==================== fht_ctrl_param
Figure 1. Logic cells by family (fht_ctrl_param).
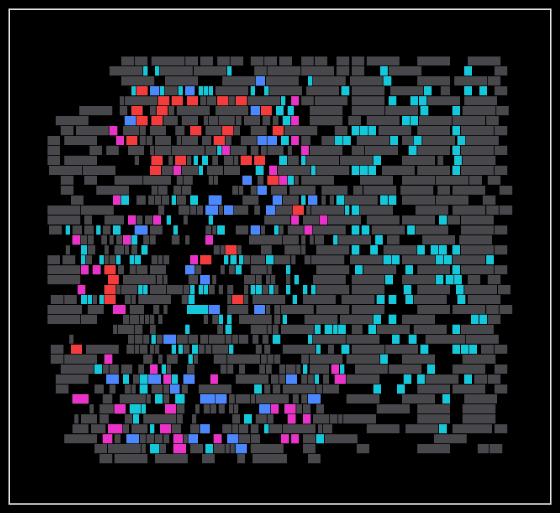

<file path="src/rtl/fht_ctrl_param.sv">
// Fast Hartley transform address/sequence controller.
//
// Walks LOG_N-1 radix-4 butterfly stages over an N = 2^LOG_N point buffer,
// issuing four read addresses plus a twiddle address per clock, then replays
// the write base/spacing PIPE_LAT clocks later into the opposite ping-pong
// bank.  Even stages read bank A / write bank B, odd stages the reverse.
//
// Build option: define FHT_CTRL_BITREV_EN to bit-reverse the stage-0 read
// addresses (input reordering); write addresses and later stages unaffected.
//
// Ports:
//   iCLK, iRESET (async, active high), iSTART (run request), iSTOP (abort)
//   oADDR_RD_0..3   butterfly read addresses      oRD_VALID   reads valid
//   oADDR_WR        write base address            oADDR_WR_BIAS  write spacing
//   oADDR_COEF      twiddle ROM address           oWE_A/oWE_B bank write enables
//   oSTAGE, oST_ZERO, oST_LAST  stage number and first/last flags
//   oRDY            idle                          oDONE       completion pulse
module fht_ctrl_param #(
  parameter int unsigned LOG_N    = 10,
  parameter int unsigned PIPE_LAT = 4
) (
  input  logic             iCLK,
  input  logic             iRESET,
  input  logic             iSTART,
  input  logic             iSTOP,
  output logic [LOG_N-1:0] oADDR_RD_0,
  output logic [LOG_N-1:0] oADDR_RD_1,
  output logic [LOG_N-1:0] oADDR_RD_2,
  output logic [LOG_N-1:0] oADDR_RD_3,
  output logic             oRD_VALID,
  output logic [LOG_N-1:0] oADDR_WR,
  output logic [LOG_N-1:0] oADDR_WR_BIAS,
  output logic [LOG_N-3:0] oADDR_COEF,
  output logic             oWE_A,
  output logic             oWE_B,
  output logic [4:0]       oSTAGE,
  output logic             oST_ZERO,
  output logic             oST_LAST,
  output logic             oRDY,
  output logic             oDONE
);

  localparam int unsigned CW         = LOG_N - 2;
  localparam logic [CW-1:0] CNT_LAST = '1;
  localparam logic [4:0] STAGE_LAST  = 5'(LOG_N - 2);
  localparam logic [3:0] DRAIN_LAST  = 4'(PIPE_LAT - 1);

  typedef enum logic [1:0] {IDLE, READ, DRAIN, DONE} state_t;

  typedef struct packed {
    logic             we_a;
    logic             we_b;
    logic [LOG_N-1:0] base;
    logic [LOG_N-1:0] span;
  } wr_t;

  state_t          state, state_nxt;
  logic [CW-1:0]   cnt, cnt_nxt;
  logic [4:0]      stage, stage_nxt;
  logic [3:0]      drain, drain_nxt;
  logic            abort;

  logic [LOG_N-1:0] rd_c [4];
  logic [LOG_N-1:0] rd_q [4];
  logic [CW-1:0]    coef_c, coef_q;
  wr_t              wr_c, wr_q;
  wr_t              pipe [PIPE_LAT];
  logic             in_read;

`ifdef FHT_CTRL_BITREV_EN
  function automatic logic [LOG_N-1:0] bitrev(input logic [LOG_N-1:0] a);
    logic [LOG_N-1:0] r;
    r = '0;
    for (int unsigned i = 0; i < LOG_N; i++) r[i] = a[LOG_N-1-i];
    return r;
  endfunction
`endif

  assign abort = iSTOP && (state != IDLE);

  // State register
  always_ff @(posedge iCLK or posedge iRESET) begin
    if (iRESET) begin
      state <= IDLE;
      cnt   <= '0;
      stage <= '0;
      drain <= '0;
    end else begin
      state <= state_nxt;
      cnt   <= cnt_nxt;
      stage <= stage_nxt;
      drain <= drain_nxt;
    end
  end

  // Next-state logic
  always_comb begin
    state_nxt = state;
    cnt_nxt   = cnt;
    stage_nxt = stage;
    drain_nxt = drain;
    case (state)
      IDLE: if (iSTART && !iSTOP) begin
        state_nxt = READ;
        cnt_nxt   = '0;
        stage_nxt = '0;
      end
      READ: if (cnt == CNT_LAST) begin
        state_nxt = DRAIN;
        drain_nxt = '0;
      end else begin
        cnt_nxt = cnt + 1'b1;
      end
      DRAIN: if (drain == DRAIN_LAST) begin
        if (stage == STAGE_LAST) begin
          state_nxt = DONE;
        end else begin
          state_nxt = READ;
          stage_nxt = stage + 5'd1;
          cnt_nxt   = '0;
        end
      end else begin
        drain_nxt = drain + 4'd1;
      end
      DONE: begin
        state_nxt = IDLE;
        stage_nxt = '0;
      end
      default: state_nxt = IDLE;
    endcase
    if (abort) begin
      state_nxt = IDLE;
      cnt_nxt   = '0;
      stage_nxt = '0;
      drain_nxt = '0;
    end
  end

  // Output logic: computed from the next state so the registered outputs line
  // up with the cycle in which that state/count is current.
  always_comb begin
    logic [LOG_N-1:0] cnt_w, span, k, a0, coef_w;
    cnt_w  = LOG_N'(cnt_nxt);
    span   = {{(LOG_N-1){1'b0}}, 1'b1} << stage_nxt;
    k      = cnt_w & (span - 1'b1);
    a0     = ((cnt_w >> stage_nxt) << (stage_nxt + 5'd2)) | k;
    coef_w = k << (5'(CW) - stage_nxt);
    in_read = (state_nxt == READ);

    rd_c[0] = a0;
    rd_c[1] = a0 + span;
    rd_c[2] = a0 + (span << 1);
    rd_c[3] = a0 + span + (span << 1);
`ifdef FHT_CTRL_BITREV_EN
    if (stage_nxt == 5'd0) begin
      for (int unsigned n = 0; n < 4; n++) rd_c[n] = bitrev(rd_c[n]);
    end
`endif
    coef_c = coef_w[CW-1:0];

    wr_c = '0;
    if (in_read) begin
      wr_c.we_a = stage_nxt[0];
      wr_c.we_b = !stage_nxt[0];
      wr_c.base = a0;
      wr_c.span = span;
    end else begin
      for (int unsigned n = 0; n < 4; n++) rd_c[n] = '0;
      coef_c = '0;
    end
  end

  // Output registers and write-back delay line
  always_ff @(posedge iCLK or posedge iRESET) begin
    if (iRESET) begin
      for (int unsigned n = 0; n < 4; n++) rd_q[n] <= '0;
      coef_q    <= '0;
      wr_q      <= '0;
      oRD_VALID <= 1'b0;
      oSTAGE    <= '0;
      oST_ZERO  <= 1'b1;
      oST_LAST  <= 1'b0;
      oRDY      <= 1'b1;
      oDONE     <= 1'b0;
      for (int unsigned i = 0; i < PIPE_LAT; i++) pipe[i] <= '0;
    end else begin
      for (int unsigned n = 0; n < 4; n++) rd_q[n] <= rd_c[n];
      coef_q    <= coef_c;
      wr_q      <= wr_c;
      oRD_VALID <= in_read;
      oSTAGE    <= stage_nxt;
      oST_ZERO  <= (stage_nxt == 5'd0);
      oST_LAST  <= (stage_nxt == STAGE_LAST);
      oRDY      <= (state_nxt == IDLE);
      oDONE     <= (state_nxt == DONE);
      // wr_q holds the write record of the read cycle now on the outputs;
      // it reaches the tail PIPE_LAT clocks later.  Abort drops everything.
      if (abort) begin
        for (int unsigned i = 0; i < PIPE_LAT; i++) pipe[i] <= '0;
      end else begin
        pipe[0] <= wr_q;
        for (int unsigned i = 1; i < PIPE_LAT; i++) pipe[i] <= pipe[i-1];
      end
    end
  end

  assign oADDR_RD_0    = rd_q[0];
  assign oADDR_RD_1    = rd_q[1];
  assign oADDR_RD_2    = rd_q[2];
  assign oADDR_RD_3    = rd_q[3];
  assign oADDR_COEF    = coef_q;
  assign oADDR_WR      = pipe[PIPE_LAT-1].base;
  assign oADDR_WR_BIAS = pipe[PIPE_LAT-1].span;
  assign oWE_A         = pipe[PIPE_LAT-1].we_a;
  assign oWE_B         = pipe[PIPE_LAT-1].we_b;

endmodule

</file>
<file path="config.mk">
export PLATFORM = sky130hd
export DESIGN_NAME = fht_ctrl_param
export DESIGN_NICKNAME = d
export VERILOG_FILES = /design/src/rtl/fht_ctrl_param.sv
export SDC_FILE = /design/constraint.sdc
export NUM_CORES = 1
export LEC_CHECK = 0
export ABC_CLOCK_PERIOD_IN_PS = 14500
export CAP_MARGIN = 5
export CORE_ASPECT_RATIO = 0.9
export CORE_MARGIN = 10
export CORE_UTILIZATION = 59
export CTS_BUF_LIST = sky130_fd_sc_hd__clkbuf_16
export CTS_CLUSTER_SIZE = 14
export DETAILED_ROUTE_END_ITERATION = 10
export MAX_ROUTING_LAYER = met4
export PLACE_DENSITY = 0.92
export SYNTH_ARGS = -nofsm -noshare
export SYNTH_HDL_FRONTEND = slang
export SYNTH_SLANG_ARGS = --single-unit
</file>
<file path="constraint.sdc">
create_clock -name iCLK -period 14.5 [get_ports iCLK]
set_input_delay 2.9 -clock iCLK [delete_from_list [all_inputs] [get_ports iCLK]]
set_output_delay 2.9 -clock iCLK [all_outputs]
set_load 0.1 [all_outputs]
</file>
==================== commit_trace_buffer
==> src/rtl/commit_trace_buffer.sv <==
// -----------------------------------------------------------------------------
// commit_trace_buffer
//
// Captures one trace record per committed instruction from the CPU debug port,
// buffers the records in a small first-word-fall-through FIFO and drains them
// over a valid/ready stream to the trace checker. The core is never stalled:
// a commit that arrives while the FIFO is full and not being drained is
// dropped, which sets a sticky overflow flag. Every commit, dropped or not,
// consumes a sequence number, so drops also show up as gaps in trace_seq.
//
// Ports:
//   clock, reset         single clock, asynchronous active-low reset
//   debug_*              commit record from the CPU (sampled when debug_commit)
//   trace_valid/ready    head-of-FIFO handshake
//   trace_*              head record fields (meaningful only while valid)
//   trace_overflow       sticky: at least one record was dropped
//   fifo_count           current occupancy, 0..DEPTH
//   drop_count           saturating count of dropped records (optional)
//
// Configuration macro:
//   TRACE_DROP_CNT_EN    when defined, adds the drop_count[15:0] output.
// -----------------------------------------------------------------------------
module commit_trace_buffer #(
  parameter int DEPTH = 8,
  parameter int SEQ_W = 32,
  localparam int AW = $clog2(DEPTH),
  localparam int CW = AW + 1
) (
  input  logic             clock,
  input  logic             reset,
  input  logic             debug_commit,
  input  logic [63:0]      debug_pc,
  input  logic [4:0]       debug_rf_wnum,
  input  logic [63:0]      debug_rf_wdata,
  input  logic [7:0]       debug_sram_wen,
  input  logic [31:0]      debug_sram_waddr,
  input  logic [63:0]      debug_sram_wdata,
  output logic             trace_valid,
  input  logic             trace_ready,
  output logic [63:0]      trace_pc,
  output logic [4:0]       trace_wnum,
  output logic [63:0]      trace_wdata,
  output logic [7:0]       trace_sram_wen,
  output logic [31:0]      trace_sram_waddr,
  output logic [63:0]      trace_sram_wdata,
  output logic [SEQ_W-1:0] trace_seq,
  output logic             trace_overflow,
  output logic [CW-1:0]    fifo_count
`ifdef TRACE_DROP_CNT_EN
  ,
  output logic [15:0]      drop_count
`endif
);

  typedef struct packed {
    logic [63:0]      pc;
    logic [4:0]       wnum;
    logic [63:0]      wdata;
    logic [7:0]       sram_wen;
    logic [31:0]      sram_waddr;
    logic [63:0]      sram_wdata;
    logic [SEQ_W-1:0] seq;
  } record_t;

  record_t          mem_q [DEPTH];
  record_t          rec_d;
  logic [AW-1:0]    wr_ptr_q, wr_ptr_d;
  logic [AW-1:0]    rd_ptr_q, rd_ptr_d;
  logic [CW-1:0]    count_q, count_d;
  logic [SEQ_W-1:0] seq_q;
  logic             overflow_q;

  logic full, pop, push, drop;

  assign full = (count_q == CW'(DEPTH));
  assign pop  = (count_q != '0) && trace_ready;
  // A full FIFO still accepts a commit when the head leaves in the same cycle.
  assign push = debug_commit && (!full || pop);
  assign drop = debug_commit && full && !pop;

  // Canonicalise the record so the checker never sees stale data on fields
  // that carry no architectural effect (x0 writes, non-store instructions).
  always_comb begin
    // NOTE: every always_comb output gets a default first so no latch is inferred.
    rec_d            = '0;
    rec_d.pc         = debug_pc;
    rec_d.wnum       = debug_rf_wnum;
    rec_d.sram_wen   = debug_sram_wen;
    rec_d.seq        = seq_q;
    if (debug_rf_wnum != 5'd0) rec_d.wdata = debug_rf_wdata;
    if (debug_sram_wen != 8'd0) begin
      rec_d.sram_waddr = debug_sram_waddr;
      rec_d.sram_wdata = debug_sram_wdata;
    end
  end

  always_comb begin
    wr_ptr_d = wr_ptr_q;
    rd_ptr_d = rd_ptr_q;
    count_d  = count_q;
    if (push) wr_ptr_d = wr_ptr_q + AW'(1);
    if (pop)  rd_ptr_d = rd_ptr_q + AW'(1);
    case ({push, pop})
      2'b10:   count_d = count_q + CW'(1);
      2'b01:   count_d = count_q - CW'(1);
      default: count_d = count_q;
    endcase
  end

  always_ff @(posedge clock or negedge reset) begin
    if (!reset) begin
      wr_ptr_q   <= '0;
      rd_ptr_q   <= '0;
      count_q    <= '0;
      seq_q      <= '0;
      overflow_q <= 1'b0;
    end else begin
      // NOTE: sequential state uses <= so every register sees pre-edge values.
      wr_ptr_q <= wr_ptr_d;
      rd_ptr_q <= rd_ptr_d;
      count_q  <= count_d;
      if (debug_commit) seq_q <= seq_q + SEQ_W'(1);
      if (drop)         overflow_q <= 1'b1;
    end
  end

  // NOTE: storage is deliberately not reset; count gates visibility, so stale
  // entries are never presented as valid.
  always_ff @(posedge clock) begin
    if (push) mem_q[wr_ptr_q] <= rec_d;
  end

`ifdef TRACE_DROP_CNT_EN
  logic [15:0] drop_cnt_q;

  always_ff @(posedge clock or negedge reset) begin
    if (!reset) begin
      drop_cnt_q <= '0;
    end else if (drop && (drop_cnt_q != 16'hFFFF)) begin
      drop_cnt_q <= drop_cnt_q + 16'd1;
    end
  end

  assign drop_count = drop_cnt_q;
`endif

  assign trace_valid      = (count_q != '0);
  assign trace_pc         = mem_q[rd_ptr_q].pc;
  assign trace_wnum       = mem_q[rd_ptr_q].wnum;
  assign trace_wdata      = mem_q[rd_ptr_q].wdata;
  assign trace_sram_wen   = mem_q[rd_ptr_q].sram_wen;
  assign trace_sram_waddr = mem_q[rd_ptr_q].sram_waddr;
  assign trace_sram_wdata = mem_q[rd_ptr_q].sram_wdata;
  assign trace_seq        = mem_q[rd_ptr_q].seq;
  assign trace_overflow   = overflow_q;
  assign fifo_count       = count_q;

endmodule

==> config.mk <==
export PLATFORM = sky130hd
export DESIGN_NAME = commit_trace_buffer
export DESIGN_NICKNAME = d
export VERILOG_FILES = /design/src/rtl/commit_trace_buffer.sv
export SDC_FILE = /design/constraint.sdc
export NUM_CORES = 2
export LEC_CHECK = 0
export CORE_ASPECT_RATIO = 1.1
export CORE_MARGIN = 2
export CORE_UTILIZATION = 40
export CTS_BUF_LIST = sky130_fd_sc_hd__clkbuf_8
export CTS_CLUSTER_DIAMETER = 100
export CTS_CLUSTER_SIZE = 24
export DETAILED_ROUTE_END_ITERATION = 16
export GPL_TIMING_DRIVEN = 0
export PLACE_DENSITY_LB_ADDON = 0.12
export SETUP_SLACK_MARGIN = 0.5
export SYNTH_ARGS = -nofsm -noshare
export SYNTH_HDL_FRONTEND = slang
export SYNTH_SLANG_ARGS = --single-unit
==> constraint.sdc <==
create_clock -name clock -period 19.3 [get_ports clock]
set_input_delay 4.825 -clock clock [delete_from_list [all_inputs] [get_ports clock]]
set_output_delay 4.825 -clock clock [all_outputs]
set_load 0.02 [all_outputs]
==================== ring_period_counter
File: src/rtl/ring_period_counter.sv
// ring_period_counter: counts rising edges of an asynchronous ring-oscillator
// output over a programmable window of wb_clk_i cycles. A batch repeats the
// measurement repeat_n times and keeps last/min/max/sum for readback.
//
// Handshake: start is a single-cycle request with no ready; it is accepted only
// when the block is idle (busy=0), active=1 and gate_cycles!=0, and is silently
// dropped otherwise. busy rises the cycle after acceptance and falls when the
// FSM returns to IDLE; done or aborted pulses for one cycle to mark the end.
module ring_period_counter #(
    parameter int COUNT_W     = 16,
    parameter int GATE_W      = 24,
    parameter int SYNC_STAGES = 2
) (
    input  logic                 wb_clk_i,
    input  logic                 wb_rst_i,
    input  logic                 active,
    input  logic                 ring_in,
    input  logic                 start,
    input  logic [GATE_W-1:0]    gate_cycles,
    input  logic [7:0]           repeat_n,
    output logic                 busy,
    output logic                 done,
    output logic                 aborted,
    output logic [COUNT_W-1:0]   last_count,
    output logic [COUNT_W-1:0]   min_count,
    output logic [COUNT_W-1:0]   max_count,
    output logic [COUNT_W+7:0]   sum_count,
    output logic [7:0]           runs_done,
    output logic [2:0]           state_dbg
);

    typedef enum logic [2:0] {
        IDLE  = 3'd0,
        ARM   = 3'd1,
        COUNT = 3'd2,
        STORE = 3'd3,
        DONE  = 3'd4
    } state_t;

    state_t               state;
    logic [SYNC_STAGES-1:0] sync_q;
    logic                 prev_q;
    logic                 ring_sync;
    logic                 ring_edge;
    logic [GATE_W-1:0]    gate_lat;
    logic [GATE_W-1:0]    gate_cnt;
    logic [7:0]           rep_lat;
    logic [COUNT_W-1:0]   cnt;
    logic [7:0]           runs_next;

    assign ring_sync = sync_q[SYNC_STAGES-1];
    assign ring_edge = ring_sync & ~prev_q;
    assign runs_next = runs_done + 8'd1;
    assign state_dbg = state;

    // Synchroniser chain plus previous-value flop for rising-edge detection.
    // prev always follows sync, so at ARM it already holds the current level
    // and the first COUNT cycle cannot see a spurious edge.
    always_ff @(posedge wb_clk_i or posedge wb_rst_i) begin
        if (wb_rst_i) begin
            sync_q <= '0;
            prev_q <= 1'b0;
        end else begin
            sync_q <= {sync_q[SYNC_STAGES-2:0], ring_in};
            prev_q <= ring_sync;
        end
    end

    // Measurement FSM with registered status/result outputs; a drop of active
    // outside IDLE overrides every state action, including the STORE update.
    always_ff @(posedge wb_clk_i or posedge wb_rst_i) begin
        if (wb_rst_i) begin
            state      <= IDLE;
            busy       <= 1'b0;
            done       <= 1'b0;
            aborted    <= 1'b0;
            last_count <= '0;
            min_count  <= '1;
            max_count  <= '0;
            sum_count  <= '0;
            runs_done  <= '0;
            gate_lat   <= '0;
            gate_cnt   <= '0;
            rep_lat    <= '0;
            cnt        <= '0;
        end else begin
            done    <= 1'b0;
            aborted <= 1'b0;
            if (state != IDLE && !active) begin
                state   <= IDLE;
                busy    <= 1'b0;
                aborted <= 1'b1;
            end else begin
                case (state)
                    IDLE: begin
                        if (start && active && gate_cycles != '0) begin
                            gate_lat  <= gate_cycles;
                            rep_lat   <= (repeat_n == 8'd0) ? 8'd1 : repeat_n;
                            min_count <= '1;
                            max_count <= '0;
                            sum_count <= '0;
                            runs_done <= '0;
                            busy      <= 1'b1;
                            state     <= ARM;
                        end
                    end
                    ARM: begin
                        cnt      <= '0;
                        gate_cnt <= gate_lat;
                        state    <= COUNT;
                    end
                    COUNT: begin
                        if (ring_edge && cnt != {COUNT_W{1'b1}}) begin
                            cnt <= cnt + COUNT_W'(1);
                        end
                        gate_cnt <= gate_cnt - GATE_W'(1);
                        if (gate_cnt == GATE_W'(1)) begin
                            state <= STORE;
                        end
                    end
                    STORE: begin
                        last_count <= cnt;
                        if (cnt < min_count) begin
                            min_count <= cnt;
                        end
                        if (cnt > max_count) begin
                            max_count <= cnt;
                        end
                        sum_count <= sum_count + {8'd0, cnt};
                        runs_done <= runs_next;
                        if (runs_next < rep_lat) begin
                            state <= ARM;
                        end else begin
                            done  <= 1'b1;
                            state <= DONE;
                        end
                    end
                    DONE: begin
                        busy  <= 1'b0;
                        state <= IDLE;
                    end
                    default: begin
                        busy  <= 1'b0;
                        state <= IDLE;
                    end
                endcase
            end
        end
    end

endmodule

File: config.mk
export PLATFORM = sky130hd
export DESIGN_NAME = ring_period_counter
export DESIGN_NICKNAME = d
export VERILOG_FILES = /design/src/rtl/ring_period_counter.sv
export SDC_FILE = /design/constraint.sdc
export NUM_CORES = 1
export LEC_CHECK = 0
export CAP_MARGIN = 25
export CORE_ASPECT_RATIO = 1.2
export CORE_MARGIN = 10
export CORE_UTILIZATION = 55
export CTS_CLUSTER_SIZE = 40
export DETAILED_ROUTE_END_ITERATION = 10
export GPL_ROUTABILITY_DRIVEN = 0
export MAX_ROUTING_LAYER = met4
export PLACE_DENSITY_LB_ADDON = 0.1
export SLEW_MARGIN = 25
export SYNTH_ARGS = -nofsm -noshare
export SYNTH_HDL_FRONTEND = slang
export SYNTH_SLANG_ARGS = --single-unit
File: constraint.sdc
create_clock -name wb_clk_i -period 6.1 [get_ports wb_clk_i]
set_clock_uncertainty 0.15 [all_clocks]
set_input_delay 1.22 -clock wb_clk_i [delete_from_list [all_inputs] [get_ports wb_clk_i]]
set_output_delay 1.22 -clock wb_clk_i [all_outputs]
set_load 0.03 [all_outputs]
==================== inertial_delay_bank
`src/rtl/inertial_pkg.sv`:
```
// Shared types and helpers for the inertial delay bank.
package inertial_pkg;

   typedef enum logic {IDLE, PEND} chan_state_t;

   localparam int CNT_W = 16;

   // A configured delay of zero still needs one edge to elapse.
   function automatic logic [31:0] clamp_delay(input logic [31:0] d);
      return (d == 32'd0) ? 32'd1 : d;
   endfunction

endpackage

```
`src/rtl/inertial_delay_chan.sv`:
```
// One inertial-delay inverter channel: schedules ~in onto out after a countdown,
// flagging reversions that happen while an event is in flight.
module inertial_delay_chan
   import inertial_pkg::*;
#(
   parameter int   DELAY_W  = 8,
   parameter logic OUT_INIT = 1'b0
) (
   input  logic               clk,
   input  logic               reset,
   input  logic               in,
   input  logic [DELAY_W-1:0] delay_cfg,
   input  logic               mode_dequeue,
   output logic               out,
   output logic               pending,
   output logic               unstable,
   output logic               killed,
   output logic [DELAY_W-1:0] cnt
);

   typedef struct packed {
      chan_state_t        state;
      logic [DELAY_W-1:0] cnt;
      logic               target;
      logic               rev;
      logic               out;
      logic               unstable;
      logic               killed;
   } chan_t;

   chan_t r, r_n;
   logic  ninv;

   assign ninv = ~in;

   always_ff @(posedge clk) begin
      if (reset)
         r <= '{state: IDLE, cnt: '0, target: OUT_INIT, rev: 1'b0,
                out: OUT_INIT, unstable: 1'b0, killed: 1'b0};
      else
         r <= r_n;
   end

   // rev marks "currently sitting reverted" so a held reversion counts once.
   always_comb begin
      r_n          = r;
      r_n.unstable = 1'b0;
      r_n.killed   = 1'b0;
      case (r.state)
         IDLE: begin
            if (ninv != r.out) begin
               r_n.state  = PEND;
               r_n.cnt    = DELAY_W'(clamp_delay(32'(delay_cfg)));
               r_n.target = ninv;
               r_n.rev    = 1'b0;
            end
         end
         PEND: begin
            if (ninv == r.out && !r.rev) begin
               r_n.unstable = 1'b1;
               r_n.rev      = 1'b1;
            end else if (ninv == r.target) begin
               r_n.rev = 1'b0;
            end
            // Instability outranks expiry, so a kill on the last edge cancels the fire.
            if (r_n.unstable && mode_dequeue) begin
               r_n.killed = 1'b1;
               r_n.state  = IDLE;
               r_n.cnt    = '0;
            end else if (r.cnt <= DELAY_W'(1)) begin
               r_n.out   = r.target;
               r_n.state = IDLE;
               r_n.cnt   = '0;
            end else begin
               r_n.cnt = r.cnt - DELAY_W'(1);
            end
         end
         default: r_n.state = IDLE;
      endcase
   end

   assign out      = r.out;
   assign pending  = (r.state == PEND);
   assign unstable = r.unstable;
   assign killed   = r.killed;
   assign cnt      = r.cnt;

endmodule

```
`src/rtl/inertial_delay_bank.sv`:
```
// Bank of NCH inertial-delay inverters with earliest-event reporting.
// INERTIAL_STATS_EN adds the saturating instability counter and event log.
module inertial_delay_bank
   import inertial_pkg::*;
#(
   parameter int   NCH      = 4,
   parameter int   DELAY_W  = 8,
   parameter logic OUT_INIT = 1'b0,
   localparam int  CH_W     = (NCH > 1) ? $clog2(NCH) : 1
) (
   input  logic               clk,
   input  logic               reset,
   input  logic [NCH-1:0]     in,
   input  logic [DELAY_W-1:0] delay_cfg,
   input  logic               mode_dequeue,
   output logic [NCH-1:0]     out,
   output logic [NCH-1:0]     pending,
   output logic [NCH-1:0]     unstable,
   output logic               next_valid,
   output logic [DELAY_W-1:0] next_time,
   output logic [CH_W-1:0]    next_ch,
   output logic [CNT_W-1:0]   unstable_count
);

   logic [NCH-1:0][DELAY_W-1:0] cnt;
   logic [NCH-1:0]              killed;

   for (genvar g = 0; g < NCH; g++) begin : g_ch
      inertial_delay_chan #(
         .DELAY_W  (DELAY_W),
         .OUT_INIT (OUT_INIT)
      ) u_chan (
         .clk          (clk),
         .reset        (reset),
         .in           (in[g]),
         .delay_cfg    (delay_cfg),
         .mode_dequeue (mode_dequeue),
         .out          (out[g]),
         .pending      (pending[g]),
         .unstable     (unstable[g]),
         .killed       (killed[g]),
         .cnt          (cnt[g])
      );
   end

   // Strict less-than keeps the lowest index on ties.
   always_comb begin
      next_valid = 1'b0;
      next_time  = '0;
      next_ch    = '0;
      for (int i = 0; i < NCH; i++) begin
         if (pending[i] && (!next_valid || cnt[i] < next_time)) begin
            next_valid = 1'b1;
            next_time  = cnt[i];
            next_ch    = CH_W'(i);
         end
      end
   end

`ifdef INERTIAL_STATS_EN
   localparam int PC_W  = CH_W + 1;
   localparam int SUM_W = CNT_W + 1;

   logic [PC_W-1:0]  n_unst;
   logic [SUM_W-1:0] sum;
   logic [CNT_W-1:0] count_q;

   always_comb begin
      n_unst = '0;
      for (int i = 0; i < NCH; i++)
         n_unst = n_unst + PC_W'(unstable[i]);
   end

   assign sum = {1'b0, count_q} + SUM_W'(n_unst);

   always_ff @(posedge clk) begin
      if (reset)
         count_q <= '0;
      else
         count_q <= sum[CNT_W] ? '1 : sum[CNT_W-1:0];
   end

   always @(posedge clk) begin
      if (!reset)
         for (int i = 0; i < NCH; i++)
            if (unstable[i])
               $display("%0t inertial_delay_bank: instability ch=%0d %s",
                        $time, i, killed[i] ? "killed" : "kept");
   end

   assign unstable_count = count_q;
`else
   logic unused_killed;
   assign unused_killed  = ^killed;
   assign unstable_count = '0;
`endif

endmodule

```
`config.mk`:
```
export PLATFORM = sky130hd
export DESIGN_NAME = inertial_delay_bank
export DESIGN_NICKNAME = d
export VERILOG_FILES = /design/src/rtl/inertial_pkg.sv /design/src/rtl/inertial_delay_chan.sv /design/src/rtl/inertial_delay_bank.sv
export SDC_FILE = /design/constraint.sdc
export NUM_CORES = 1
export LEC_CHECK = 0
export CORE_MARGIN = 3
export CORE_UTILIZATION = 55
export CTS_CLUSTER_SIZE = 28
export DETAILED_ROUTE_END_ITERATION = 10
export HOLD_SLACK_MARGIN = 0.05
export PLACE_DENSITY = 0.84
export SLEW_MARGIN = 10
export SYNTH_ARGS = -nofsm -noshare
export SYNTH_HDL_FRONTEND = slang
export SYNTH_HIERARCHICAL = 1
export SYNTH_SLANG_ARGS = --single-unit
```
`constraint.sdc`:
```
create_clock -name clk -period 9 [get_ports clk]
set_clock_uncertainty 0.15 [all_clocks]
set_input_delay 1.8 -clock clk [delete_from_list [all_inputs] [get_ports clk]]
set_output_delay 1.8 -clock clk [all_outputs]
set_load 0.05 [all_outputs]
```
Figure 2. Routing congestion (inertial_delay_bank).
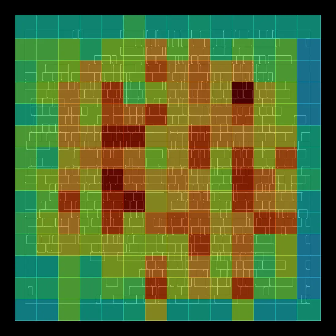
met3 Use GR: 3.30%
busiest grt layer: met2
met2 Resource Use GR: 37.3%
GRT Resource Usage Total: 23.2%
final core occ: 60.3%

==> results_slide.txt, inertial_delay_bank <==
Implementation Results

Power and ir drop
  – Seq pwr: between 0.3 and 0.4 mW
  – Clk pwr share: 16.2%
  – Top Consumer: combinational logic

Placed design
  – DP Worst Slack: just under 500 ps

Floorplanning
  – Die height: a little under 100 um
  – # Taps: just over 100

Cells and area
  – Logic inverters: 30
  – Flop count: approximately 52
  – Logic cell area: between 3000 and 4000 um2
  – Nets: a little over 600

STA
  – RSZ-0062 raised after global routing: no
  – Setup Total Neg Slack: 0 ps

Critical path
  – RR Endpoint: g_ch[2].u_chan/cnt[0]
  – Launch point of the critical path: g_ch[0].u_chan/pending
  – Cell family with most CP delay: AND-OR/OR-AND gates

Global route
  – Largest net degree at the start of global routing: approximately 61

CTS
  – TritonCTS buffer count: 5

Drt
  – Top Metal Used: met4

Outcome
  – Status: finished clean
## inertial_delay_bank: flip-flops by register name, indices dropped and copies added, names as in the netlist
signal                flops
g_ch.u_chan/unstable      4
g_ch.u_chan/pending       4
g_ch.u_chan/out           4
g_ch.u_chan/r             8
g_ch.u_chan/cnt          32
## inertial_delay_bank: through the flow
| stage | hold slack [ps] | utilization [%] |
|---|---|---|
| 2_1_floorplan | 303 | - |
| 3_3_place_gp | 328 | 58.9 |
| 3_5_place_dp | 333 | 58.9 |
| 4_1_cts | 357 | 60.1 |
| 5_1_grt | 379 | 60.3 |
| 6_report | 356 | 60.3 |
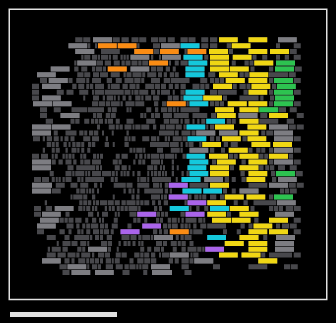
Figure 3: fht_ctrl_param, sequential cells grouped by signal name.
Bar = 50 um.
green -> oADDR_WR  # flops 10
purple -> cnt  # flops 8
orange -> oADDR_RD_2  # flops 9, where top middle
cyan -> wr_q  # flops 21
yellow -> pipe  # flops 66, where a vertical strip on the right
not colored = 56
Register Area: 4260 um2
sequential share of cell area: 42.5%
seq pwr: 0.527 mW
final core occ: 70.4%

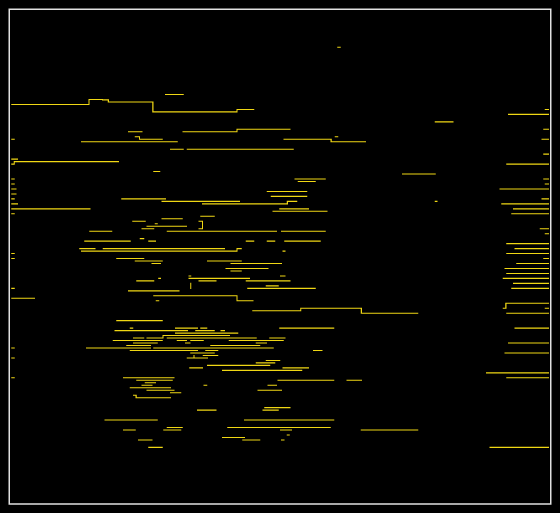
Figure 4: fht_ctrl_param, signal wires on met3.
share of all routed wire = 8.0%
main direction = horizontal
met3 Use GR: 5.68%
vias: 6418

About Figure 1:
blue -> non-inverting ao/oa cells  # cells 36, where a vertical strip down the middle
red -> xor and xnor cells  # cells 31
cyan -> nor cells  # cells 197
magenta -> and/or cells  # cells 45
logic share of the area: 38.9%
Non-Filler Instances: 1107

==> results_slide.txt, fht_ctrl_param <==
Implementation Results

Synthesis
  – Main area contributors after synthesis: dfrtp_1, nor2b_1, ha_1
  – Commonest cells post-synth: dfrtp_1, nor2b_1, nor2_1
  – # Cells Yosys: around 860

Critical path
  – Worst-path fanout max: 22
  – Critical Path Sink: oADDR_RD_3[9]
  – Worst Path Required: 14870 ps
  – Critical Path Stages: 27

STA
  – Setup Total Neg Slack: 0 ps
  – Slew HR: between 30% and 40%
  – RSZ-0062 raised after global routing: no
  – Final setup viols: 0

Worst hold path
  – Min-Delay Startpoint: wr_q[1]
  – Worst hold stages: 1

Global route
  – Busiest grt layer: met2
  – First-pass GRT wire length: ~33000 um

CTS
  – TritonCTS buffer count: 17
  – Number of setup buffers added after CTS: 0
  – CTS H-tree lvls: 4

Cells and area
  – Fillers: 1062
  – Final Cell Area: between 10000 and 15000 um2
  – Multi-input gates: roughly 600
  – Top cell category: sequential cells

Power and ir drop
  – Maximum vdd ir drop: about 100 uV

Placed design
  – GP Congestion: between 0.9 and 1
  – Buffers added on ports: about 83

Floorplanning
  – Die height: around 130 um
  – Rows: 41

Outcome
  – Status: finished clean

Drt
  – Metal2 WL: approximately 9600 um
  – Drc violations: 0
==> fht_ctrl_param: power by group through the flow <==
stage | clock network, mW | registers (mW) | logic [mW]
detailed placement | 0 | 0.536 | 0.324
global route | 0.494 | 0.531 | 0.345
CTS | 0.470 | 0.527 | 0.327
finish | 0.464 | 0.527 | 0.327
global placement | 0 | 0.533 | 0.321
floorplan | 0 | 0.621 | 0.167
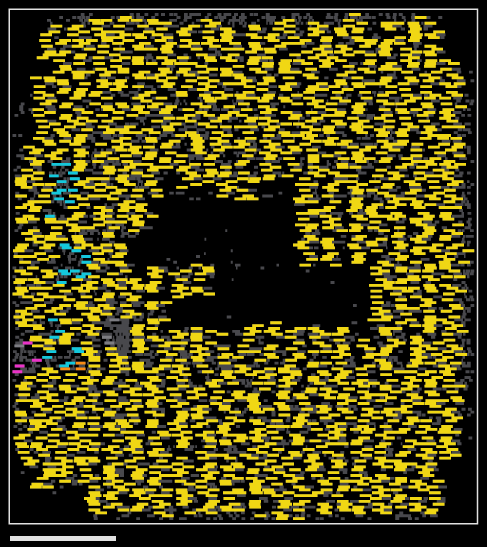
Figure 5: commit_trace_buffer, sequential cells grouped by signal name.
Bar = 100 um.
cyan -> seq_q  # flops 32, where left middle
magenta -> fifo_count  # flops 4
orange -> rd_ptr_q  # flops 3
yellow -> mem_q  # flops 2152, where widely spread
not colored = 4
seq pwr: 6.11 mW
sequential share of cell area: 67.6%
Register Area: 65700 um2

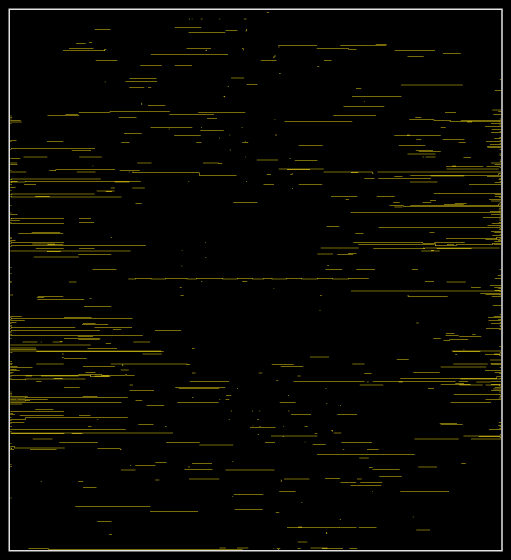
Figure 6: commit_trace_buffer, signal wires on met3.
share of all routed wire = 5.5%
longest straight run = 174 um
nets with wire on the layer = 433
met3 Use GR: 3.33%
final wirelength: 201000 um
vias: 37600

==> results_slide.txt, commit_trace_buffer <==
Implementation Results

Outcome
  – Status: finished clean

Synthesis
  – Avg Inst Size Synth: between 20 and 25 um2
  – Yosys adder share: 0.0596%
  – Seq/Total Area, Yosys: 78.3%
  – Syn_nets: roughly 3700
  – Simple-Gate Area Share: roughly 1.7%
  – EDFF count, synth: around 2200
  – Post-Synth AOI/OAI Area: 0.0835%

Critical path
  – Worst-path fanout max: 10
  – Cell family with most CP delay: buffers and inverters
  – Launch point of the critical path: rd_ptr_q[2]
  – CP Buf/Inv Count: 4

Worst hold path
  – Min-Delay Startpoint: trace_overflow
  – Hold/Removal Path Class: register to register
  – Worst hold stages: 1

Floorplanning
  – Starting density of the core: 40.2%

Power and ir drop
  – Pleak: ~30 nW
  – Cell Pwr Density: approximately 140 nW/um2

Placed design
  – DP Worst Slack: 9960 ps
  – GP Congestion: around 0.71

Cells and area
  – Logic cell area: around 17000 um2
  – Flop count: about 2200
  – Most common logic cell in the routed design: edfxtp_1

CTS
  – CTS H-tree lvls: 3
  – Hold buffer count at cts: 0
  – CTS Sinks: approximately 2200

STA
  – Fmax: between 100 and 150 MHz
  – Hold Vio Cnt, Final: 0

Global route
  – GRT met1 Usage: a little over a quarter

Run
  – Max-cap viol count: 0
  – Tool warning count: 27
commit_trace_buffer: power breakdown:
| part | total (mW) | switching (mW) | internal (mW) |
|---|---|---|---|
| registers | 6.11 | 0.145 | 5.96 |
| logic | 6.00 | 3.17 | 2.84 |
| clock network | 1.87 | 1.36 | 0.517 |
| total | 14.0 | 4.67 | 9.32 |
commit_trace_buffer: registers in the layout, summed over array words and instances (netlist names):
register / cells
rd_ptr_q: 3
seq_q: 32
wr_ptr_q: 3
trace_overflow: 1
fifo_count: 4
mem_q: 2152
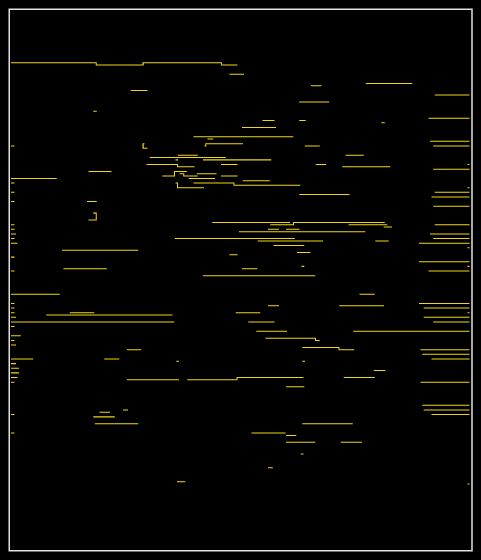
Figure 7: ring_period_counter, signal wires on met3.
main direction = horizontal
wire length on this layer = 1320 um
share of all routed wire = 5.8%
nets with wire on the layer = 114
longest straight run = 47.6 um
met3 Use GR: 4.51%
vias: 7561

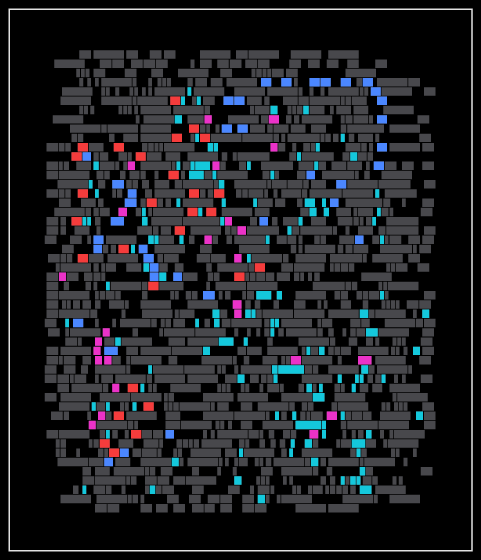
Figure 8: ring_period_counter, logic cells by family.
cyan -> nor cells  # cells 119
magenta -> and/or cells  # cells 25
blue -> non-inverting ao/oa cells  # cells 38
red -> xor and xnor cells  # cells 28
Non-Filler Instances: 1304
logic share of the area: 40.8%

==> results_slide.txt, ring_period_counter <==
Implementation Results

Synthesis
  – Main area contributors after synthesis: dfrtp_1, ha_1, nand2_1
  – Yosys adder share: 8.47%
  – EDFF count, synth: 0
  – Post-synthesis register bit count: 161
  – Simple-Gate Area Share: approximately 20%
  – # Cells Yosys: around 980

Cells and area
  – Area grow syn2layout: 22.4%
  – Top flop regs: gate_cnt (24), gate_lat (24), sum_count (24)
  – Fillers: around 1300
  – Clock buffer cells: 22
  – NonClk Buf Share: a little under an eighth
  – # diodes: 0

Critical path
  – Worst Path Required: approximately 6200 ps
  – Critical Path Sink: gate_cnt[6]
  – Arrival time worst endpoint: ~4300 ps
  – RR Startpoint: state_dbg[2]

CTS
  – Number of setup buffers added after CTS: 0

Outcome
  – Status: finished clean

STA
  – Hold Vio Cnt, Final: 0
  – Setup Total Neg Slack: 0 ps
  – Slew HR: 39.1%
  – PnR worst setup slack: between 1500 and 2000 ps

Floorplanning
  – Die area: approximately 21000 um2
  – I/O Pins: 123

Drt
  – TritonRoute pass-1 iters: 5
  – Post-route ant nets: 0
  – Metal2 WL: 11000 um

Worst hold path
  – Hold/Removal Path Class: register to register
-- ring_period_counter: critical path, stage by stage --
cell and delay [ps]:
clkdlybuf4s50_1 510, nor2b_1 680, nand2_1 780, inv_1 720, o21ai_0 200, nand2_1 100, o21ai_0 80
-- ring_period_counter: power by group through the flow --
stage | clock (mW) | sequential (mW) | combinational [mW]
finish | 1.09 | 1.60 | 1.13
global route | 1.15 | 1.63 | 1.28
CTS | 1.11 | 1.60 | 1.14
detailed placement | 0 | 1.61 | 1.14
global placement | 0 | 1.61 | 1.11
floorplan | 0 | 1.69 | 0.662


==> layout pictures side by side <==
Routing congestion.
(a)
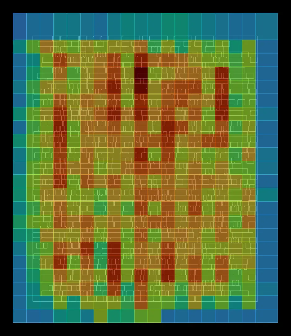
(b)
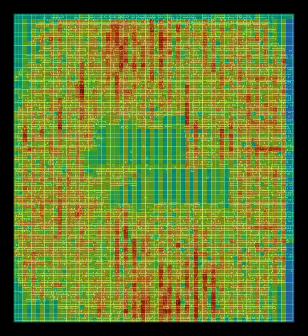
(c)
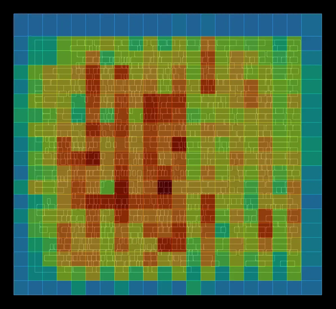
| picture | from |
|---|---|
| (a) | ring_period_counter |
| (c) | fht_ctrl_param |
| (b) | commit_trace_buffer |


==> gallery <==
The metal 2 layer.
panel A
Bar = 100 um.
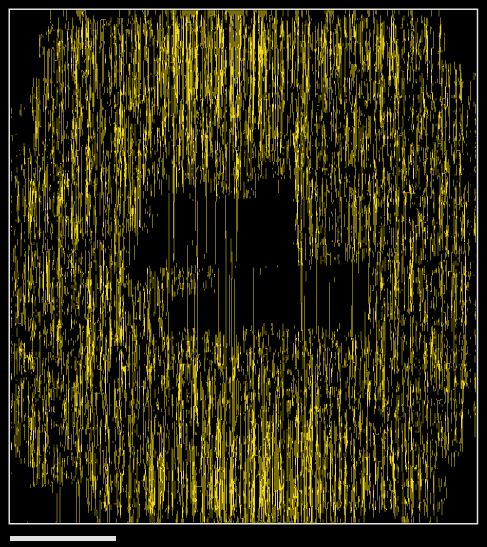
panel B
Bar = 20 um.
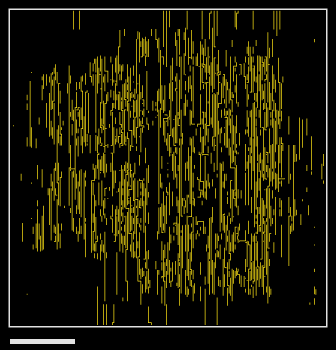
panel C
Bar = 50 um.
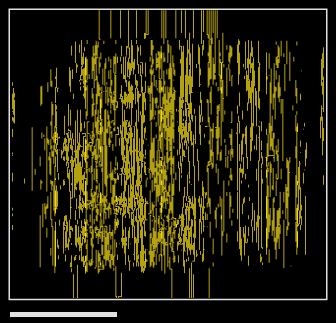
panel D
Bar = 50 um.
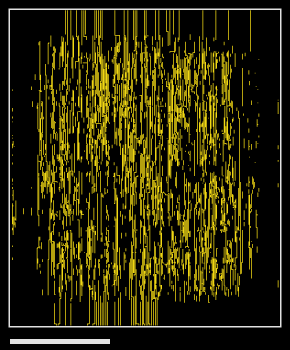
Of these, smallest die: panel B
commit_trace_buffer -> panel A
fht_ctrl_param -> panel C
inertial_delay_bank -> panel B
ring_period_counter -> panel D

Power and IR drop assume default switching activity.
